=== design 1 ===
Design 1, sequential cells grouped by signal name:
Other sequential cells in the stronger grey, the rest of the logic in the fainter grey.
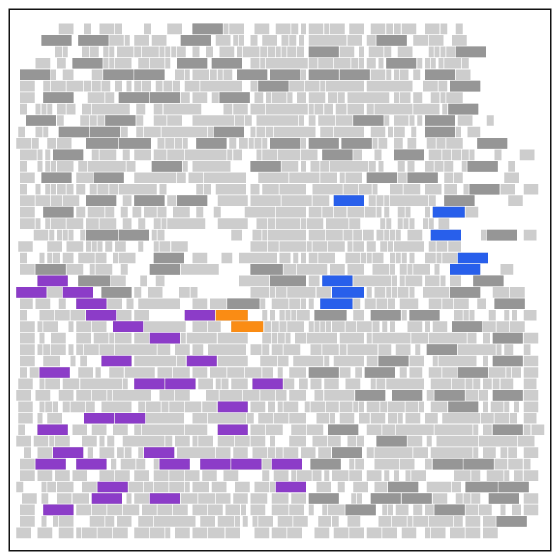
Design 1, cell placement:
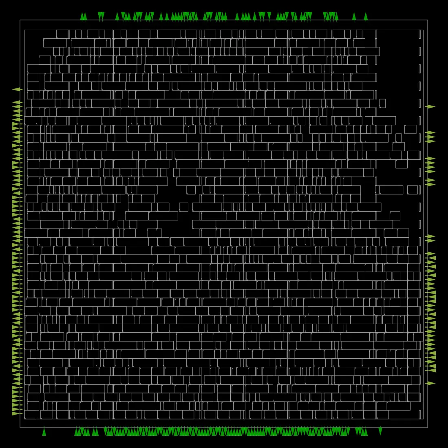
File: src/rtl/mem_port_arbiter.sv
// mem_port_arbiter
//
// Shares one single-ported memory between an instruction-fetch requester (IF)
// and a data-memory requester (DM). Only one access is in flight at a time.
// When both requesters ask together, the one not served last goes first.
// Each access is launched with a one-cycle gnt pulse. It is retired with a
// one-cycle done pulse after the memory answers. If the memory does not answer
// within WAIT_LIMIT wait cycles, the access is retired with err instead.
//
// Ports:
//   clock, reset         rising-edge clock, synchronous active-high reset
//   if_req, if_addr      fetch request and address (read only)
//   if_gnt, if_done      fetch launch / completion pulses
//   if_rdata             fetch data, valid while if_done=1
//   dm_req, dm_we        data request, 1=store 0=load
//   dm_addr, dm_wdata    data address and store data
//   dm_gnt, dm_done      data launch / completion pulses
//   dm_rdata             load data, valid while dm_done=1
//   mem_re, mem_we       memory read / write strobes (never both high)
//   mem_addr, mem_wdata  memory address / write data, steady while strobed
//   mem_rdata, mem_ready memory read data and completion handshake
//   err                  pulses with done when an access timed out
module mem_port_arbiter #(
  parameter int ADDR_WIDTH = 32,
  parameter int DATA_WIDTH = 32,
  parameter int WAIT_LIMIT = 15
) (
  input  logic                  clock,
  input  logic                  reset,
  input  logic                  if_req,
  input  logic [ADDR_WIDTH-1:0] if_addr,
  output logic                  if_gnt,
  output logic                  if_done,
  output logic [DATA_WIDTH-1:0] if_rdata,
  input  logic                  dm_req,
  input  logic                  dm_we,
  input  logic [ADDR_WIDTH-1:0] dm_addr,
  input  logic [DATA_WIDTH-1:0] dm_wdata,
  output logic                  dm_gnt,
  output logic                  dm_done,
  output logic [DATA_WIDTH-1:0] dm_rdata,
  output logic                  mem_re,
  output logic                  mem_we,
  output logic [ADDR_WIDTH-1:0] mem_addr,
  output logic [DATA_WIDTH-1:0] mem_wdata,
  input  logic [DATA_WIDTH-1:0] mem_rdata,
  input  logic                  mem_ready,
  output logic                  err
);

  typedef enum logic [1:0] {
    IDLE   = 2'd0,
    IF_ACC = 2'd1,
    DM_ACC = 2'd2
  } state_t;

  localparam logic [7:0] LIMIT = 8'(WAIT_LIMIT);

  state_t     state;
  logic       last_dm;   // 0: IF was served last, 1: DM was served last
  logic [7:0] wait_cnt;

  // mem_addr / mem_wdata double as the capture registers for the selected
  // request. mem_we remembers whether a DM access is a store until it retires.
  always_ff @(posedge clock) begin
    if (reset) begin
      state     <= IDLE;
      last_dm   <= 1'b0;
      wait_cnt  <= '0;
      if_gnt    <= 1'b0;
      if_done   <= 1'b0;
      if_rdata  <= '0;
      dm_gnt    <= 1'b0;
      dm_done   <= 1'b0;
      dm_rdata  <= '0;
      mem_re    <= 1'b0;
      mem_we    <= 1'b0;
      mem_addr  <= '0;
      mem_wdata <= '0;
      err       <= 1'b0;
    end else begin
      if_gnt  <= 1'b0;
      dm_gnt  <= 1'b0;
      if_done <= 1'b0;
      dm_done <= 1'b0;
      err     <= 1'b0;

      case (state)
        IDLE: begin
          // A requester still holds req during its own done cycle. Skipping
          // arbitration in that cycle keeps it from being re-granted for an
          // access it has already finished.
          if (!if_done && !dm_done) begin
            if (dm_req && (!if_req || !last_dm)) begin
              state     <= DM_ACC;
              dm_gnt    <= 1'b1;
              mem_addr  <= dm_addr;
              mem_wdata <= dm_wdata;
              mem_we    <= dm_we;
              mem_re    <= !dm_we;
              wait_cnt  <= '0;
            end else if (if_req) begin
              state    <= IF_ACC;
              if_gnt   <= 1'b1;
              mem_addr <= if_addr;
              mem_re   <= 1'b1;
              wait_cnt <= '0;
            end
          end
        end

        IF_ACC, DM_ACC: begin
          // The access retires on mem_ready. It also retires when the wait
          // count has reached the limit. A ready arriving on the limit cycle
          // still counts as a normal completion.
          if (mem_ready || wait_cnt == LIMIT) begin
            state  <= IDLE;
            mem_re <= 1'b0;
            mem_we <= 1'b0;
            err    <= !mem_ready;
            if (state == IF_ACC) begin
              if_done  <= 1'b1;
              if_rdata <= mem_ready ? mem_rdata : '0;
              last_dm  <= 1'b0;
            end else begin
              dm_done <= 1'b1;
              last_dm <= 1'b1;
              if (!mem_ready) begin
                dm_rdata <= '0;
              end else if (!mem_we) begin
                dm_rdata <= mem_rdata;
              end
            end
          end else begin
            wait_cnt <= wait_cnt + 8'd1;
          end
        end

        default: state <= IDLE;
      endcase
    end
  end

endmodule

File: config.mk
export PLATFORM = sky130hd
export DESIGN_NAME = mem_port_arbiter
export DESIGN_NICKNAME = d
export VERILOG_FILES = /design/src/rtl/mem_port_arbiter.sv
export SDC_FILE = /design/constraint.sdc
export NUM_CORES = 1
export LEC_CHECK = 0
export ABC_AREA = 1
export CORE_UTILIZATION = 38
export CTS_CLUSTER_SIZE = 25
export DETAILED_ROUTE_END_ITERATION = 7
export PLACE_DENSITY_LB_ADDON = 0.2
export SETUP_SLACK_MARGIN = 0.15
export SLEW_MARGIN = 20
export SYNTH_ARGS = -nofsm -noshare
export SYNTH_HDL_FRONTEND = slang
export SYNTH_SLANG_ARGS = --single-unit
File: constraint.sdc
create_clock -name clock -period 1.5 [get_ports clock]
set_input_delay 0.3 -clock clock [delete_from_list [all_inputs] [get_ports clock]]
set_output_delay 0.3 -clock clock [all_outputs]
set_load 0.01 [all_outputs]
==> out/README.md <==
| Group | Item | Value |
|:---|:---|:---|
| synth | Number of nets at floorplan | 956 |
| hold path | Worst min path class | input port to register |
| clock tree | Clock-pin transition on the worst setup and hold timing paths | 0.06 ns |
| placement | Worst slack at placement | -0.2906 ns |
| pwr | Part of the power in the clock network | 27.8% |
| timing | PnR worst setup slack | -0.2186 ns |
| placement | DPL Wire Length | 13,050 um |
| global routing | Pin count of the biggest net entering global routing | 45 |
| final layout | Non-filler cells in the finished layout | 1,404 |
| synth | Number of synthesized register bits | 146 |
| clock tree | H-Tree Depth | 4 |
| synth | Cell total in the yosys stat output | 819 |
| setup path | Critical path, cell by cell | ha_4 -> nand3_4 -> o21bai_4 -> buf_6 -> buf_6 -> buf_6 -> buf_12 -> buf_16 -> nand4_1 -> a21oi_1 |
| synth | Top flip-flop cell by instance count after synthesis | dfxtp_1 |
| hold path | Cell count of the worst hold path | 2 |
| setup path | Kind of cell with the highest combined delay on the critical path | buffers and inverters |
| synth | Simple-gate portion of the synthesized area | 31.52% |
| pwr | Logic power comb | 6.37 mW |
| clock tree | Insertion delay of the later-clocked pin in the worst-skew pair | 0.42 ns |
| routing | Count of unresolved DRC violations after routing | 0 |
| global routing | Number of antenna violations at the first check in global routing | 0 |
| outcome | Run status | finished, violations left |
| timing | Number of endpoints failing setup at the final stage | 94 |
| job | Max-cap violation count | 0 |
| outcome | Failing checks | negative setup slack |
Notes on 'sequential cells grouped by signal name' of design 1 above:
signal	colour	placed flops
`mem_addr`	purple	32
`state`	orange	2
`wait_cnt`	blue	8
not coloured	104

Notes on 'cell placement' of design 1 above:
final design utilization: 79.24%
number of placement rows: 45

[sequential cells by signal (all words and copies together) (netlist names)]
name / cells
state: 2
if_rdata: 32
err: 1
dm_rdata: 32
mem_we: 1
if_done: 1
dm_done: 1
dm_gnt: 1
last_dm: 1
wait_cnt: 8
mem_addr: 32
if_gnt: 1
mem_re: 1
mem_wdata: 32
[placed cells by master (no fill, tap or decap), types with 5 or more instances in the layout]
| master | n |
|---|---|
| buf_6 | 31 |
| dfxtp_1 | 132 |
| dfxtp_2 | 13 |
| nand2_2 | 52 |
| nand2_1 | 137 |
| clkinv_4 | 5 |
| nor2_2 | 22 |
| a21oi_2 | 14 |
| clkbuf_16 | 28 |
| nor2_4 | 12 |
| nand3_1 | 21 |
| nor2_1 | 50 |
| a21oi_1 | 30 |
| o211a_1 | 32 |
| nand3_2 | 63 |
| clkdlybuf4s50_1 | 131 |
| nand4_1 | 33 |
| buf_4 | 47 |
| dlygate4sd2_1 | 6 |
| o21ai_2 | 29 |
| clkbuf_2 | 88 |
| clkdlybuf4s15_2 | 6 |
| nand2_4 | 47 |
| inv_1 | 45 |
| clkdlybuf4s15_1 | 34 |
| buf_16 | 20 |
| buf_12 | 20 |

=== design 2 ===
Design 2, sequential cells grouped by signal name:
Other sequential cells in the stronger grey, the rest of the logic in the fainter grey.
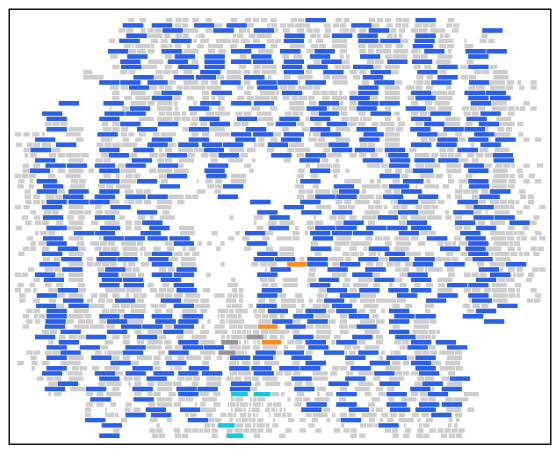
Design 2, signal metal coverage by tile:
Bar = 100 um. The die is cut into 28 by 23 equal tiles; black is low, pale yellow is high, scaled to the fullest tile. Values are wire area over tile area, all layers added.
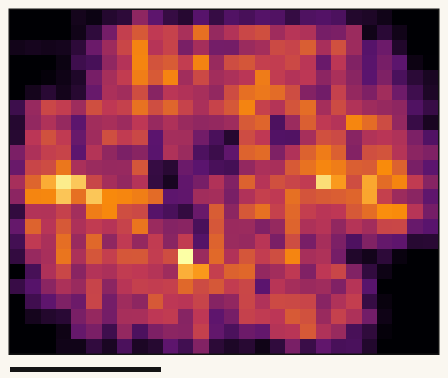
## config.mk

```make
export PLATFORM = sky130hd
export DESIGN_NAME = fetch_queue
export DESIGN_NICKNAME = d
export VERILOG_FILES = /design/src/rtl/fetch_queue_pkg.sv /design/src/rtl/fetch_queue_mem.sv /design/src/rtl/fetch_queue.sv
export SDC_FILE = /design/constraint.sdc
export NUM_CORES = 1
export LEC_CHECK = 0
export ABC_AREA = 0
export CAP_MARGIN = 20
export CORE_ASPECT_RATIO = 0.8
export CORE_MARGIN = 2
export CORE_UTILIZATION = 50
export CTS_BUF_LIST = sky130_fd_sc_hd__clkbuf_8
export DETAILED_ROUTE_END_ITERATION = 10
export PLACE_DENSITY = 0.79
export SYNTH_ARGS = -nofsm -noshare
export SYNTH_HDL_FRONTEND = slang
export SYNTH_HIERARCHICAL = 1
export SYNTH_SLANG_ARGS = --single-unit
```

## constraint.sdc

```tcl
create_clock -name clk_i -period 7.8 [get_ports clk_i]
set_input_delay 0.78 -clock clk_i [delete_from_list [all_inputs] [get_ports clk_i]]
set_output_delay 0.78 -clock clk_i [all_outputs]
set_load 0.01 [all_outputs]
```

## src/rtl/fetch_queue_pkg.sv

```systemverilog
// -----------------------------------------------------------------------------
// fetch_queue_pkg
//   Shared types and helpers for the dual-wide fetch queue.
//   - fq_entry_t   : one queued {pc, instruction} pair (pc in the upper half)
//   - push_mask_e  : encodings of the two-bit fetch valid mask
//   - push_count() : number of entries a legal valid mask delivers
//   - min2()       : two-bit minimum used when clipping pops
// -----------------------------------------------------------------------------
package fetch_queue_pkg;

   localparam int FQ_XLEN     = 32;
   localparam int FQ_ENTRY_W  = 2 * FQ_XLEN;

   // pc occupies [63:32], instruction occupies [31:0]
   typedef struct packed {
      logic [FQ_XLEN-1:0] pc;
      logic [FQ_XLEN-1:0] inst;
   } fq_entry_t;

   typedef enum logic [1:0] {
      PUSH_NONE    = 2'b00,
      PUSH_ONE     = 2'b01,
      PUSH_ILLEGAL = 2'b10,
      PUSH_TWO     = 2'b11
   } push_mask_e;

   function automatic logic [1:0] push_count(input logic [1:0] mask);
      case (push_mask_e'(mask))
         PUSH_ONE: return 2'd1;
         PUSH_TWO: return 2'd2;
         default:  return 2'd0;   // slot 1 without slot 0 delivers nothing
      endcase
   endfunction

   function automatic logic [1:0] min2(input logic [1:0] a, input logic [1:0] b);
      return (a < b) ? a : b;
   endfunction

endpackage

```

## src/rtl/fetch_queue_mem.sv

```systemverilog
// -----------------------------------------------------------------------------
// fetch_queue_mem
//   DEPTH x fq_entry_t register array for the fetch queue.
//   Two synchronous write ports, two asynchronous read ports. The queue
//   controller never targets the same address with both write ports in one
//   cycle; if it did, port 1 would win.
// Ports
//   clk_i            clock, rising edge
//   we0_i/we1_i      write enables
//   waddr0_i/1_i     write addresses
//   wdata0_i/1_i     write data
//   raddr0_i/1_i     read addresses
//   rdata0_o/1_o     read data (combinational)
// -----------------------------------------------------------------------------
module fetch_queue_mem
   import fetch_queue_pkg::*;
#(
   parameter int DEPTH = 8,
   parameter int PTR_W = $clog2(DEPTH)
) (
   input  logic             clk_i,
   input  logic             we0_i,
   input  logic [PTR_W-1:0] waddr0_i,
   input  fq_entry_t        wdata0_i,
   input  logic             we1_i,
   input  logic [PTR_W-1:0] waddr1_i,
   input  fq_entry_t        wdata1_i,
   input  logic [PTR_W-1:0] raddr0_i,
   output fq_entry_t        rdata0_o,
   input  logic [PTR_W-1:0] raddr1_i,
   output fq_entry_t        rdata1_o
);

   fq_entry_t mem_q [DEPTH];

   // NOTE: the array has no reset; occupancy lives in the controller's count,
   // so stale contents are never observed and the array stays plain flops.
   always_ff @(posedge clk_i) begin
      if (we0_i) mem_q[waddr0_i] <= wdata0_i;
      if (we1_i) mem_q[waddr1_i] <= wdata1_i;
   end

   assign rdata0_o = mem_q[raddr0_i];
   assign rdata1_o = mem_q[raddr1_i];

endmodule

```

## src/rtl/fetch_queue.sv

```systemverilog
// -----------------------------------------------------------------------------
// fetch_queue
//   Dual-wide in-order instruction queue between fetch and the two decoder
//   slots. Accepts up to two {pc, inst} pairs per cycle, presents the two
//   oldest to decode, and flushes everything in one cycle on a redirect.
//   Optional macro FETCHQ_BYPASS_EN: when the queue is empty (and not being
//   flushed) fetch data is forwarded combinationally to decode.
// Ports
//   clk_i, rst_ni          clock / asynchronous active-low reset
//   flush_i                drop all entries (wins over push and pop)
//   push_valid_i[1:0]      fetch slot valid, [0] older; 2'b10 is illegal
//   push_pc0/1_i, push_inst0/1_i   fetch slot payloads
//   push_ready_o           at least two free entries (registered state only)
//   dec_valid_o[1:0]       decode slot valid
//   dec_pc0/1_o, dec_inst0/1_o     oldest / second-oldest entry, 0 if invalid
//   pop_i[1:0]             entries consumed this cycle (clipped to valid)
//   count_o                current occupancy
// -----------------------------------------------------------------------------
module fetch_queue
   import fetch_queue_pkg::*;
#(
   parameter int DEPTH = 8,
   parameter int PTR_W = $clog2(DEPTH)
) (
   input  logic             clk_i,
   input  logic             rst_ni,
   input  logic             flush_i,
   input  logic [1:0]       push_valid_i,
   input  logic [31:0]      push_pc0_i,
   input  logic [31:0]      push_inst0_i,
   input  logic [31:0]      push_pc1_i,
   input  logic [31:0]      push_inst1_i,
   output logic             push_ready_o,
   output logic [1:0]       dec_valid_o,
   output logic [31:0]      dec_pc0_o,
   output logic [31:0]      dec_inst0_o,
   output logic [31:0]      dec_pc1_o,
   output logic [31:0]      dec_inst1_o,
   input  logic [1:0]       pop_i,
   output logic [PTR_W:0]   count_o
);

   localparam int               CNT_W     = PTR_W + 1;
   localparam logic [CNT_W-1:0] READY_MAX = CNT_W'(DEPTH - 2);
   localparam logic [CNT_W-1:0] CNT_TWO   = CNT_W'(2);
   localparam logic [CNT_W-1:0] CNT_ONE   = CNT_W'(1);
   localparam logic [PTR_W-1:0] PTR_ONE   = PTR_W'(1);

   logic [PTR_W-1:0] rd_ptr_q, rd_ptr_d;
   logic [PTR_W-1:0] wr_ptr_q, wr_ptr_d;
   logic [CNT_W-1:0] count_q,  count_d;

   logic [1:0]       push_mask;
   logic [1:0]       n_push;
   logic [1:0]       n_avail;
   logic [1:0]       n_pop;
   logic [1:0]       n_wr;
   logic [1:0]       dec_valid;
   fq_entry_t        push_e0, push_e1;
   fq_entry_t        dec_e0, dec_e1;
   fq_entry_t        rdata0, rdata1;
   fq_entry_t        wdata0, wdata1;
   logic             we0, we1;
   logic [PTR_W-1:0] waddr0, waddr1;
`ifdef FETCHQ_BYPASS_EN
   logic             bypass_act;
`endif

   fetch_queue_mem #(
      .DEPTH (DEPTH),
      .PTR_W (PTR_W)
   ) u_mem (
      .clk_i    (clk_i),
      .we0_i    (we0),
      .waddr0_i (waddr0),
      .wdata0_i (wdata0),
      .we1_i    (we1),
      .waddr1_i (waddr1),
      .wdata1_i (wdata1),
      .raddr0_i (rd_ptr_q),
      .rdata0_o (rdata0),
      .raddr1_i (rd_ptr_q + PTR_ONE),
      .rdata1_o (rdata1)
   );

   // NOTE: every signal gets a default at the top of the block so no path
   // leaves a value unassigned, which would otherwise infer a latch.
   always_comb begin
      push_mask    = (push_valid_i == PUSH_ILLEGAL) ? 2'b00 : push_valid_i;
      push_ready_o = (count_q <= READY_MAX);
      n_push       = push_ready_o ? push_count(push_mask) : 2'd0;
      push_e0      = '{pc: push_pc0_i, inst: push_inst0_i};
      push_e1      = '{pc: push_pc1_i, inst: push_inst1_i};

      // Registered view: slots valid by occupancy, invalid slots read as zero
      dec_valid = {count_q >= CNT_TWO, count_q >= CNT_ONE};
      dec_e0    = dec_valid[0] ? rdata0 : '0;
      dec_e1    = dec_valid[1] ? rdata1 : '0;
      n_avail   = (count_q >= CNT_TWO) ? 2'd2 : count_q[1:0];

      // Writes go to consecutive slots starting at wr_ptr
      n_wr   = n_push;
      we0    = (n_push != 2'd0);
      we1    = (n_push == 2'd2);
      waddr0 = wr_ptr_q;
      waddr1 = wr_ptr_q + PTR_ONE;
      wdata0 = push_e0;
      wdata1 = push_e1;

`ifdef FETCHQ_BYPASS_EN
      bypass_act = (count_q == '0) && !flush_i;
      if (bypass_act) begin
         dec_valid = push_mask;
         dec_e0    = push_mask[0] ? push_e0 : '0;
         dec_e1    = push_mask[1] ? push_e1 : '0;
         n_avail   = n_push;
      end
`endif

      n_pop    = min2(pop_i, n_avail);
      rd_ptr_d = rd_ptr_q + PTR_W'(n_pop);

`ifdef FETCHQ_BYPASS_EN
      // Entries consumed straight from fetch never touch the array; only the
      // unpopped remainder is written, and rd_ptr stays aligned with wr_ptr.
      if (bypass_act) begin
         n_wr     = n_push - n_pop;
         we0      = (n_wr != 2'd0);
         we1      = (n_wr == 2'd2);
         wdata0   = (n_pop == 2'd1) ? push_e1 : push_e0;
         rd_ptr_d = rd_ptr_q;
      end
`endif

      wr_ptr_d = wr_ptr_q + PTR_W'(n_wr);
      count_d  = count_q + CNT_W'(n_push) - CNT_W'(n_pop);

      // Redirect: wrong-path pushes are dropped and the read side catches up
      if (flush_i) begin
         we0      = 1'b0;
         we1      = 1'b0;
         wr_ptr_d = wr_ptr_q;
         rd_ptr_d = wr_ptr_q;
         count_d  = '0;
      end
   end

   // NOTE: sequential state uses non-blocking assignments so every flop
   // samples the pre-edge values regardless of statement order.
   always_ff @(posedge clk_i or negedge rst_ni) begin
      if (!rst_ni) begin
         rd_ptr_q <= '0;
         wr_ptr_q <= '0;
         count_q  <= '0;
      end else begin
         rd_ptr_q <= rd_ptr_d;
         wr_ptr_q <= wr_ptr_d;
         count_q  <= count_d;
      end
   end

   assign dec_valid_o = dec_valid;
   assign dec_pc0_o   = dec_e0.pc;
   assign dec_inst0_o = dec_e0.inst;
   assign dec_pc1_o   = dec_e1.pc;
   assign dec_inst1_o = dec_e1.inst;
   assign count_o     = count_q;

   illegal_push_mask_a : assert property (
      @(posedge clk_i) disable iff (!rst_ni) push_valid_i != PUSH_ILLEGAL
   ) else $error("fetch_queue: push_valid_i=2'b10 is illegal");

endmodule

```

==> out/README.md <==
| Group | Item | Value |
|:---|:---|:---|
| routing | Via-to-Cell Ratio | 6.328 |
| timing | Minimum period implied by the final worst setup slack | 5.270 ns |
| synth | Post-synth seq share | 50.28% |
| timing | Worst-case clock skew | 0.02624 ns |
| outcome | Run status | completed |
| job | Tool warnings | 28 |
| synth | Simple-gate portion of the synthesized area | 3.571% |
| global routing | Pin count of the biggest net entering global routing | 98 |
| timing | Number of endpoints failing setup at the final stage | 0 |
| global routing | Met3 capacity usage during global routing | 5.429% |
| clock tree | Clock-pin transition on the worst setup and hold timing paths | 0.06 ns |
| timing | Tightest slew margin relative to the limit | 20.32% |
| routing | 1st-pass router iterations | 5 |
| clock tree | TritonCTS clock tree | done |
| routing | Total met2 wirelength after detailed routing | 43,430 um |
Notes on 'sequential cells grouped by signal name' of design 2 above:
signal	colour	placed flops
`u_mem/mem_q`	blue	512
`count_o`	cyan	4
`rd_ptr_q`	orange	3
not coloured	3

Notes on 'signal metal coverage by tile' of design 2 above:
fullest tile	0.59
tiles over half the peak	32%
mean over tiles	0.22
nearly empty tiles	8.5%

[critical path, cell delays in order, from the launching register on]
cell	delay (ns)
dfrtp_4	0.94
ha_4	0.27
xor2_4	0.44
buf_12	0.26
buf_4	0.46
mux4_2	0.38
mux2_2	0.27
and2_1	0.20
clkdlybuf4s50_1	0.51
[final cells by class]
cell class / count / share of cell area, %
sequential: 522 / 43.33
multi-input combinational: 1102 / 40.55
timing repair buffer: 305 / 8.280
clock buffer: 95 / 3.624
tap: 830 / 2.878
clock inverter: 57 / 1.099
inverter: 16 / 0.1872
antenna: 7 / 0.04855
[worst paths after layout]
kind | start | to | slack (ns) | cells after the start
max | rd_ptr_q[0] | dec_inst1_o[16] | 2.53 | 8
min | rst_ni | waddr0[0] | 0.46 | 1
max reg2reg | count_o[3] | u_mem/mem_q[1][49] | 3.52 | 8
min reg2reg | waddr0[2] | waddr0[2] | 0.64 | 1
max in group asynchronous | rst_ni | rd_ptr_q[1] | 6.89 | 1
min in group clk_i | waddr0[2] | waddr0[2] | 0.64 | 1
[power by group]
part	switching [mW]	internal, mW	total, mW
sequential	0.265	3.48	3.74
combinational	3.23	3.79	7.02
clock	1.13	1.32	2.45

=== design 3 ===
Design 3, placement by cell class:
Fill, decap, tap and diode cells in grey.
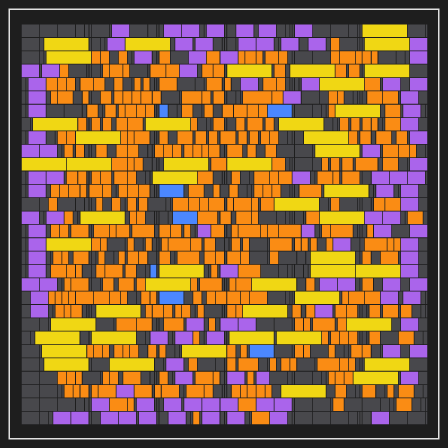
Design 3, layout detail:
Bar = 20 um. Region (0, 0) to (50, 50) um. Cells in grey, sequential cells in the stronger grey; small squares are vias.
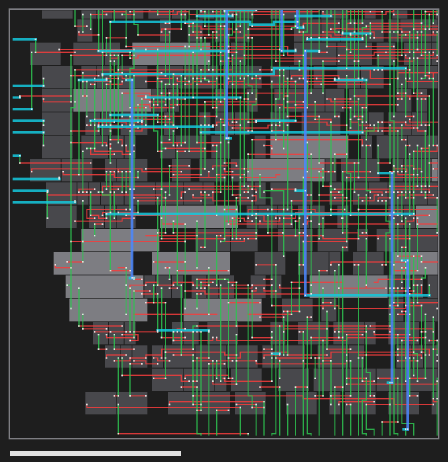
Design 3, cell placement:
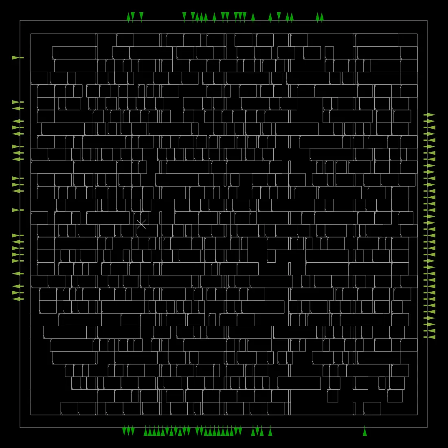
### src/rtl/prism_count_shift.sv
`default_nettype none
// ============================================================================
//  Module   : prism_count_shift
//  Purpose  : Countdown / event counter / comm shift engine for PRISM
//             peripherals, with auto-reload and a maskable sticky interrupt.
//  Revision : 1.0  initial release
// ============================================================================
module prism_count_shift #(
    parameter int C1_W = 24,
    parameter int C2_W = 8,
    parameter int SH_W = 8,
    parameter int SC_W = $clog2(C1_W) + 1
) (
    input  logic            clk,
    input  logic            rst,
    input  logic            exec_i,
    input  logic            dec_i,
    input  logic            load_i,
    input  logic            inc_i,
    input  logic            clr_i,
    input  logic            shift_i,
    input  logic            serial_in_i,
    input  logic [C1_W-1:0] cfg_preload_i,
    input  logic [C2_W-1:0] cfg_compare_i,
    input  logic            cfg_shift_dir_i,
    input  logic            cfg_shift_wide_i,
    input  logic [SC_W-1:0] cfg_shift_len_i,
    input  logic            cfg_autoreload_i,
    input  logic [2:0]      cfg_irq_en_i,
    input  logic            host_wr_i,
    input  logic [SH_W-1:0] host_wdata_i,
    input  logic            irq_clr_i,
    output logic [C1_W-1:0] count1_o,
    output logic [C2_W-1:0] count2_o,
    output logic [SH_W-1:0] shreg_o,
    output logic            serial_out_o,
    output logic            c1_zero_o,
    output logic            c2_match_o,
    output logic            sc_zero_o,
    output logic            word_done_o,
    output logic            irq_o
);

    logic [C1_W-1:0] count1_q, count1_d;
    logic [C2_W-1:0] count2_q, count2_d;
    logic [SH_W-1:0] shreg_q, shreg_d;
    logic [SC_W-1:0] sc_q, sc_d;
    logic            word_done_q, word_done_d;
    logic            irq_q, irq_d;

    logic w_dec, w_load, w_inc, w_clr, w_shift;
    logic w_ev_cd, w_ev_sw;

    assign w_dec   = exec_i & dec_i;
    assign w_load  = exec_i & load_i;
    assign w_inc   = exec_i & inc_i;
    assign w_clr   = exec_i & clr_i;
    assign w_shift = exec_i & shift_i;

    // Expiry fires on the 1->0 step, or on every auto-reload from 0.
    assign w_ev_cd = w_dec & ~w_load &
                     ((count1_q == C1_W'(1)) | ((count1_q == '0) & cfg_autoreload_i));
    assign w_ev_sw = w_clr & w_inc;

    always_comb begin
        count1_d = count1_q;
        if (w_load && !w_dec) begin
            count1_d = cfg_preload_i;
        end else if (w_dec && !w_load) begin
            if (count1_q != '0)
                count1_d = count1_q - C1_W'(1);
            else if (cfg_autoreload_i)
                count1_d = cfg_preload_i;
        end else if (w_shift && cfg_shift_wide_i) begin
            count1_d = {count1_q[C1_W-2:0], serial_in_i};
        end else if (w_load && w_dec) begin
            count1_d[SH_W-1:0] = shreg_q;
        end
    end

    always_comb begin
        count2_d = count2_q;
        if (w_clr && !w_inc)
            count2_d = '0;
        else if (w_inc && !w_clr)
            count2_d = count2_q + C2_W'(1);
    end

    always_comb begin
        shreg_d = shreg_q;
        if (host_wr_i)
            shreg_d = host_wdata_i;
        else if (w_shift && !cfg_shift_wide_i)
            shreg_d = cfg_shift_dir_i ? {serial_in_i, shreg_q[SH_W-1:1]}
                                      : {shreg_q[SH_W-2:0], serial_in_i};
    end

    always_comb begin
        sc_d        = sc_q;
        word_done_d = 1'b0;
        if (w_shift) begin
            if (sc_q == cfg_shift_len_i) begin
                sc_d        = '0;
                word_done_d = 1'b1;
            end else begin
                sc_d = sc_q + SC_W'(1);
            end
        end
    end

    always_comb begin
        irq_d = irq_q;
        if ((w_ev_cd & cfg_irq_en_i[0]) | (word_done_d & cfg_irq_en_i[1]) |
            (w_ev_sw & cfg_irq_en_i[2]))
            irq_d = 1'b1;
        else if (irq_clr_i)
            irq_d = 1'b0;
    end

    always_ff @(posedge clk or posedge rst) begin
        if (rst) begin
            count1_q    <= '0;
            count2_q    <= '0;
            shreg_q     <= '0;
            sc_q        <= '0;
            word_done_q <= 1'b0;
            irq_q       <= 1'b0;
        end else begin
            count1_q    <= count1_d;
            count2_q    <= count2_d;
            shreg_q     <= shreg_d;
            sc_q        <= sc_d;
            word_done_q <= word_done_d;
            irq_q       <= irq_d;
        end
    end

    assign count1_o     = count1_q;
    assign count2_o     = count2_q;
    assign shreg_o      = shreg_q;
    assign word_done_o  = word_done_q;
    assign irq_o        = irq_q;
    assign c1_zero_o    = (count1_q == '0);
    assign c2_match_o   = (count2_q == cfg_compare_i);
    assign sc_zero_o    = (sc_q == '0);
    assign serial_out_o = cfg_shift_wide_i ? count1_q[C1_W-1]
                        : (cfg_shift_dir_i ? shreg_q[0] : shreg_q[SH_W-1]);

endmodule
`default_nettype wire

### config.mk
export PLATFORM = sky130hd
export DESIGN_NAME = prism_count_shift
export DESIGN_NICKNAME = d
export VERILOG_FILES = /design/src/rtl/prism_count_shift.sv
export SDC_FILE = /design/constraint.sdc
export NUM_CORES = 1
export LEC_CHECK = 0
export CORE_MARGIN = 2
export CORE_UTILIZATION = 52
export DETAILED_ROUTE_END_ITERATION = 12
export HOLD_SLACK_MARGIN = 0.15
export PLACE_DENSITY = 0.83
export SYNTH_ARGS = -nofsm -noshare
export SYNTH_HDL_FRONTEND = slang
export SYNTH_SLANG_ARGS = --single-unit
### constraint.sdc
create_clock -name clk -period 5.63 [get_ports clk]
set_input_delay 1.689 -clock clk [delete_from_list [all_inputs] [get_ports clk]]
set_output_delay 1.689 -clock clk [all_outputs]
set_load 0.05 [all_outputs]
==> out/README.md <==
| Group | Item | Value |
|:---|:---|:---|
| synth | Top-area cell type share of the netlist area | 33.37% |
| setup path | Crit path largest cell delay | 0.80 ns |
| outcome | Run status | finished, violations left |
| final layout | Clkbuf count | 6 |
| routing | Count of unresolved DRC violations after routing | 1 |
| final layout | Number of antenna diodes | 0 |
| clock tree | Cts-stage hold buffer count | 0 |
| setup path | Critical Setup Path Class | input port to output pin |
| die | Total core area | 6756 um^2 |
| outcome | Failing checks | design-rule violations |
| synth | Share of flip-flops with an asynchronous set or reset after synthesis | 100.0% |
| synth | Portion of netlist area occupied by mux cells | 4.553% |
| die | Vert. Die Dim | 87.20 um |
| timing | Minimum period implied by the final worst setup slack | 4.981 ns |
| setup path | Critical Path Source | cfg_compare_i[2] |
| synth | Most area-consuming cells after synthesis | dfrtp_1 33%, o21ai_0 8.6%, nor2_1 4.3% |
| placement | DPL Wire Length | 8076 um |
| timing | Period utilisation layout | 88.48% |
| clock tree | CTS root buffer | clkbuf_8 |
## Picture notes: 'placement by cell class' of design 3
class	colour	cells
flip-flops	yellow	48
clock drivers and dummy loads	blue	7
all other logic	orange	376
other buffers and delay cells	purple	110

## Picture notes: 'layout detail' of design 3
layer	colour
met3	cyan
met4	blue
met2	green
met1	red
cells with their middle in the window	195
netlist names of flops here include	`shreg_o` (7), `count1_o` (6)
most frequent	clkdlybuf4s50_1 (35), nor2_1 (23), nand2_1 (23)
sequential cells in the window	13

## Picture notes: 'cell placement' of design 3
FILL cells: 568
number of tap instances: 80
number of flip-flops and latches: 48
non-filler cells in the finished layout: 621
final design utilization: 70.39%

registers in the layout (all words and copies together), names as in the netlist:
register / cells
sc_q: 6
count2_o: 8
irq_o: 1
shreg_o: 8
count1_o: 24
word_done_o: 1
worst max-delay path: cells and delay by family:
kind	cells	cell delay, ns
XOR/XNOR	1	0.13
AND/OR/NAND/NOR	2	0.20
buffers and inverters	2	1.27
worst min-delay path by stage:
stage / cells after the start / slack [ns] / end / start
after floorplan: 1 / 0.49 / sc_q[5] / sc_q[5]
after global placement: 1 / 0.52 / sc_q[5] / sc_q[5]
after detailed placement: 1 / 0.54 / sc_q[5] / sc_q[5]
after CTS: 1 / 0.55 / sc_q[5] / sc_q[5]
after global routing: 1 / 0.56 / sc_q[5] / sc_q[5]
final: 1 / 0.55 / sc_q[5] / sc_q[5]
layer usage:
layer / GRT usage, % / wire, um / vias up
met3: 3.507 / 958 / 29
met2: 49.69 / 5320 / 224
met5: 0 / 0 / -
met4: 9.930 / 231 / 0
met1: 38.18 / 4565 / 1809
li1: - / - / 1825
power breakdown:
| group | internal, mW | switching, mW |
|---|---|---|
| sequential | 0.431 | 0.154 |
| clock | 0.0848 | 0.116 |
| combinational | 0.325 | 0.526 |

Power is estimated from default activity; no workload was simulated.
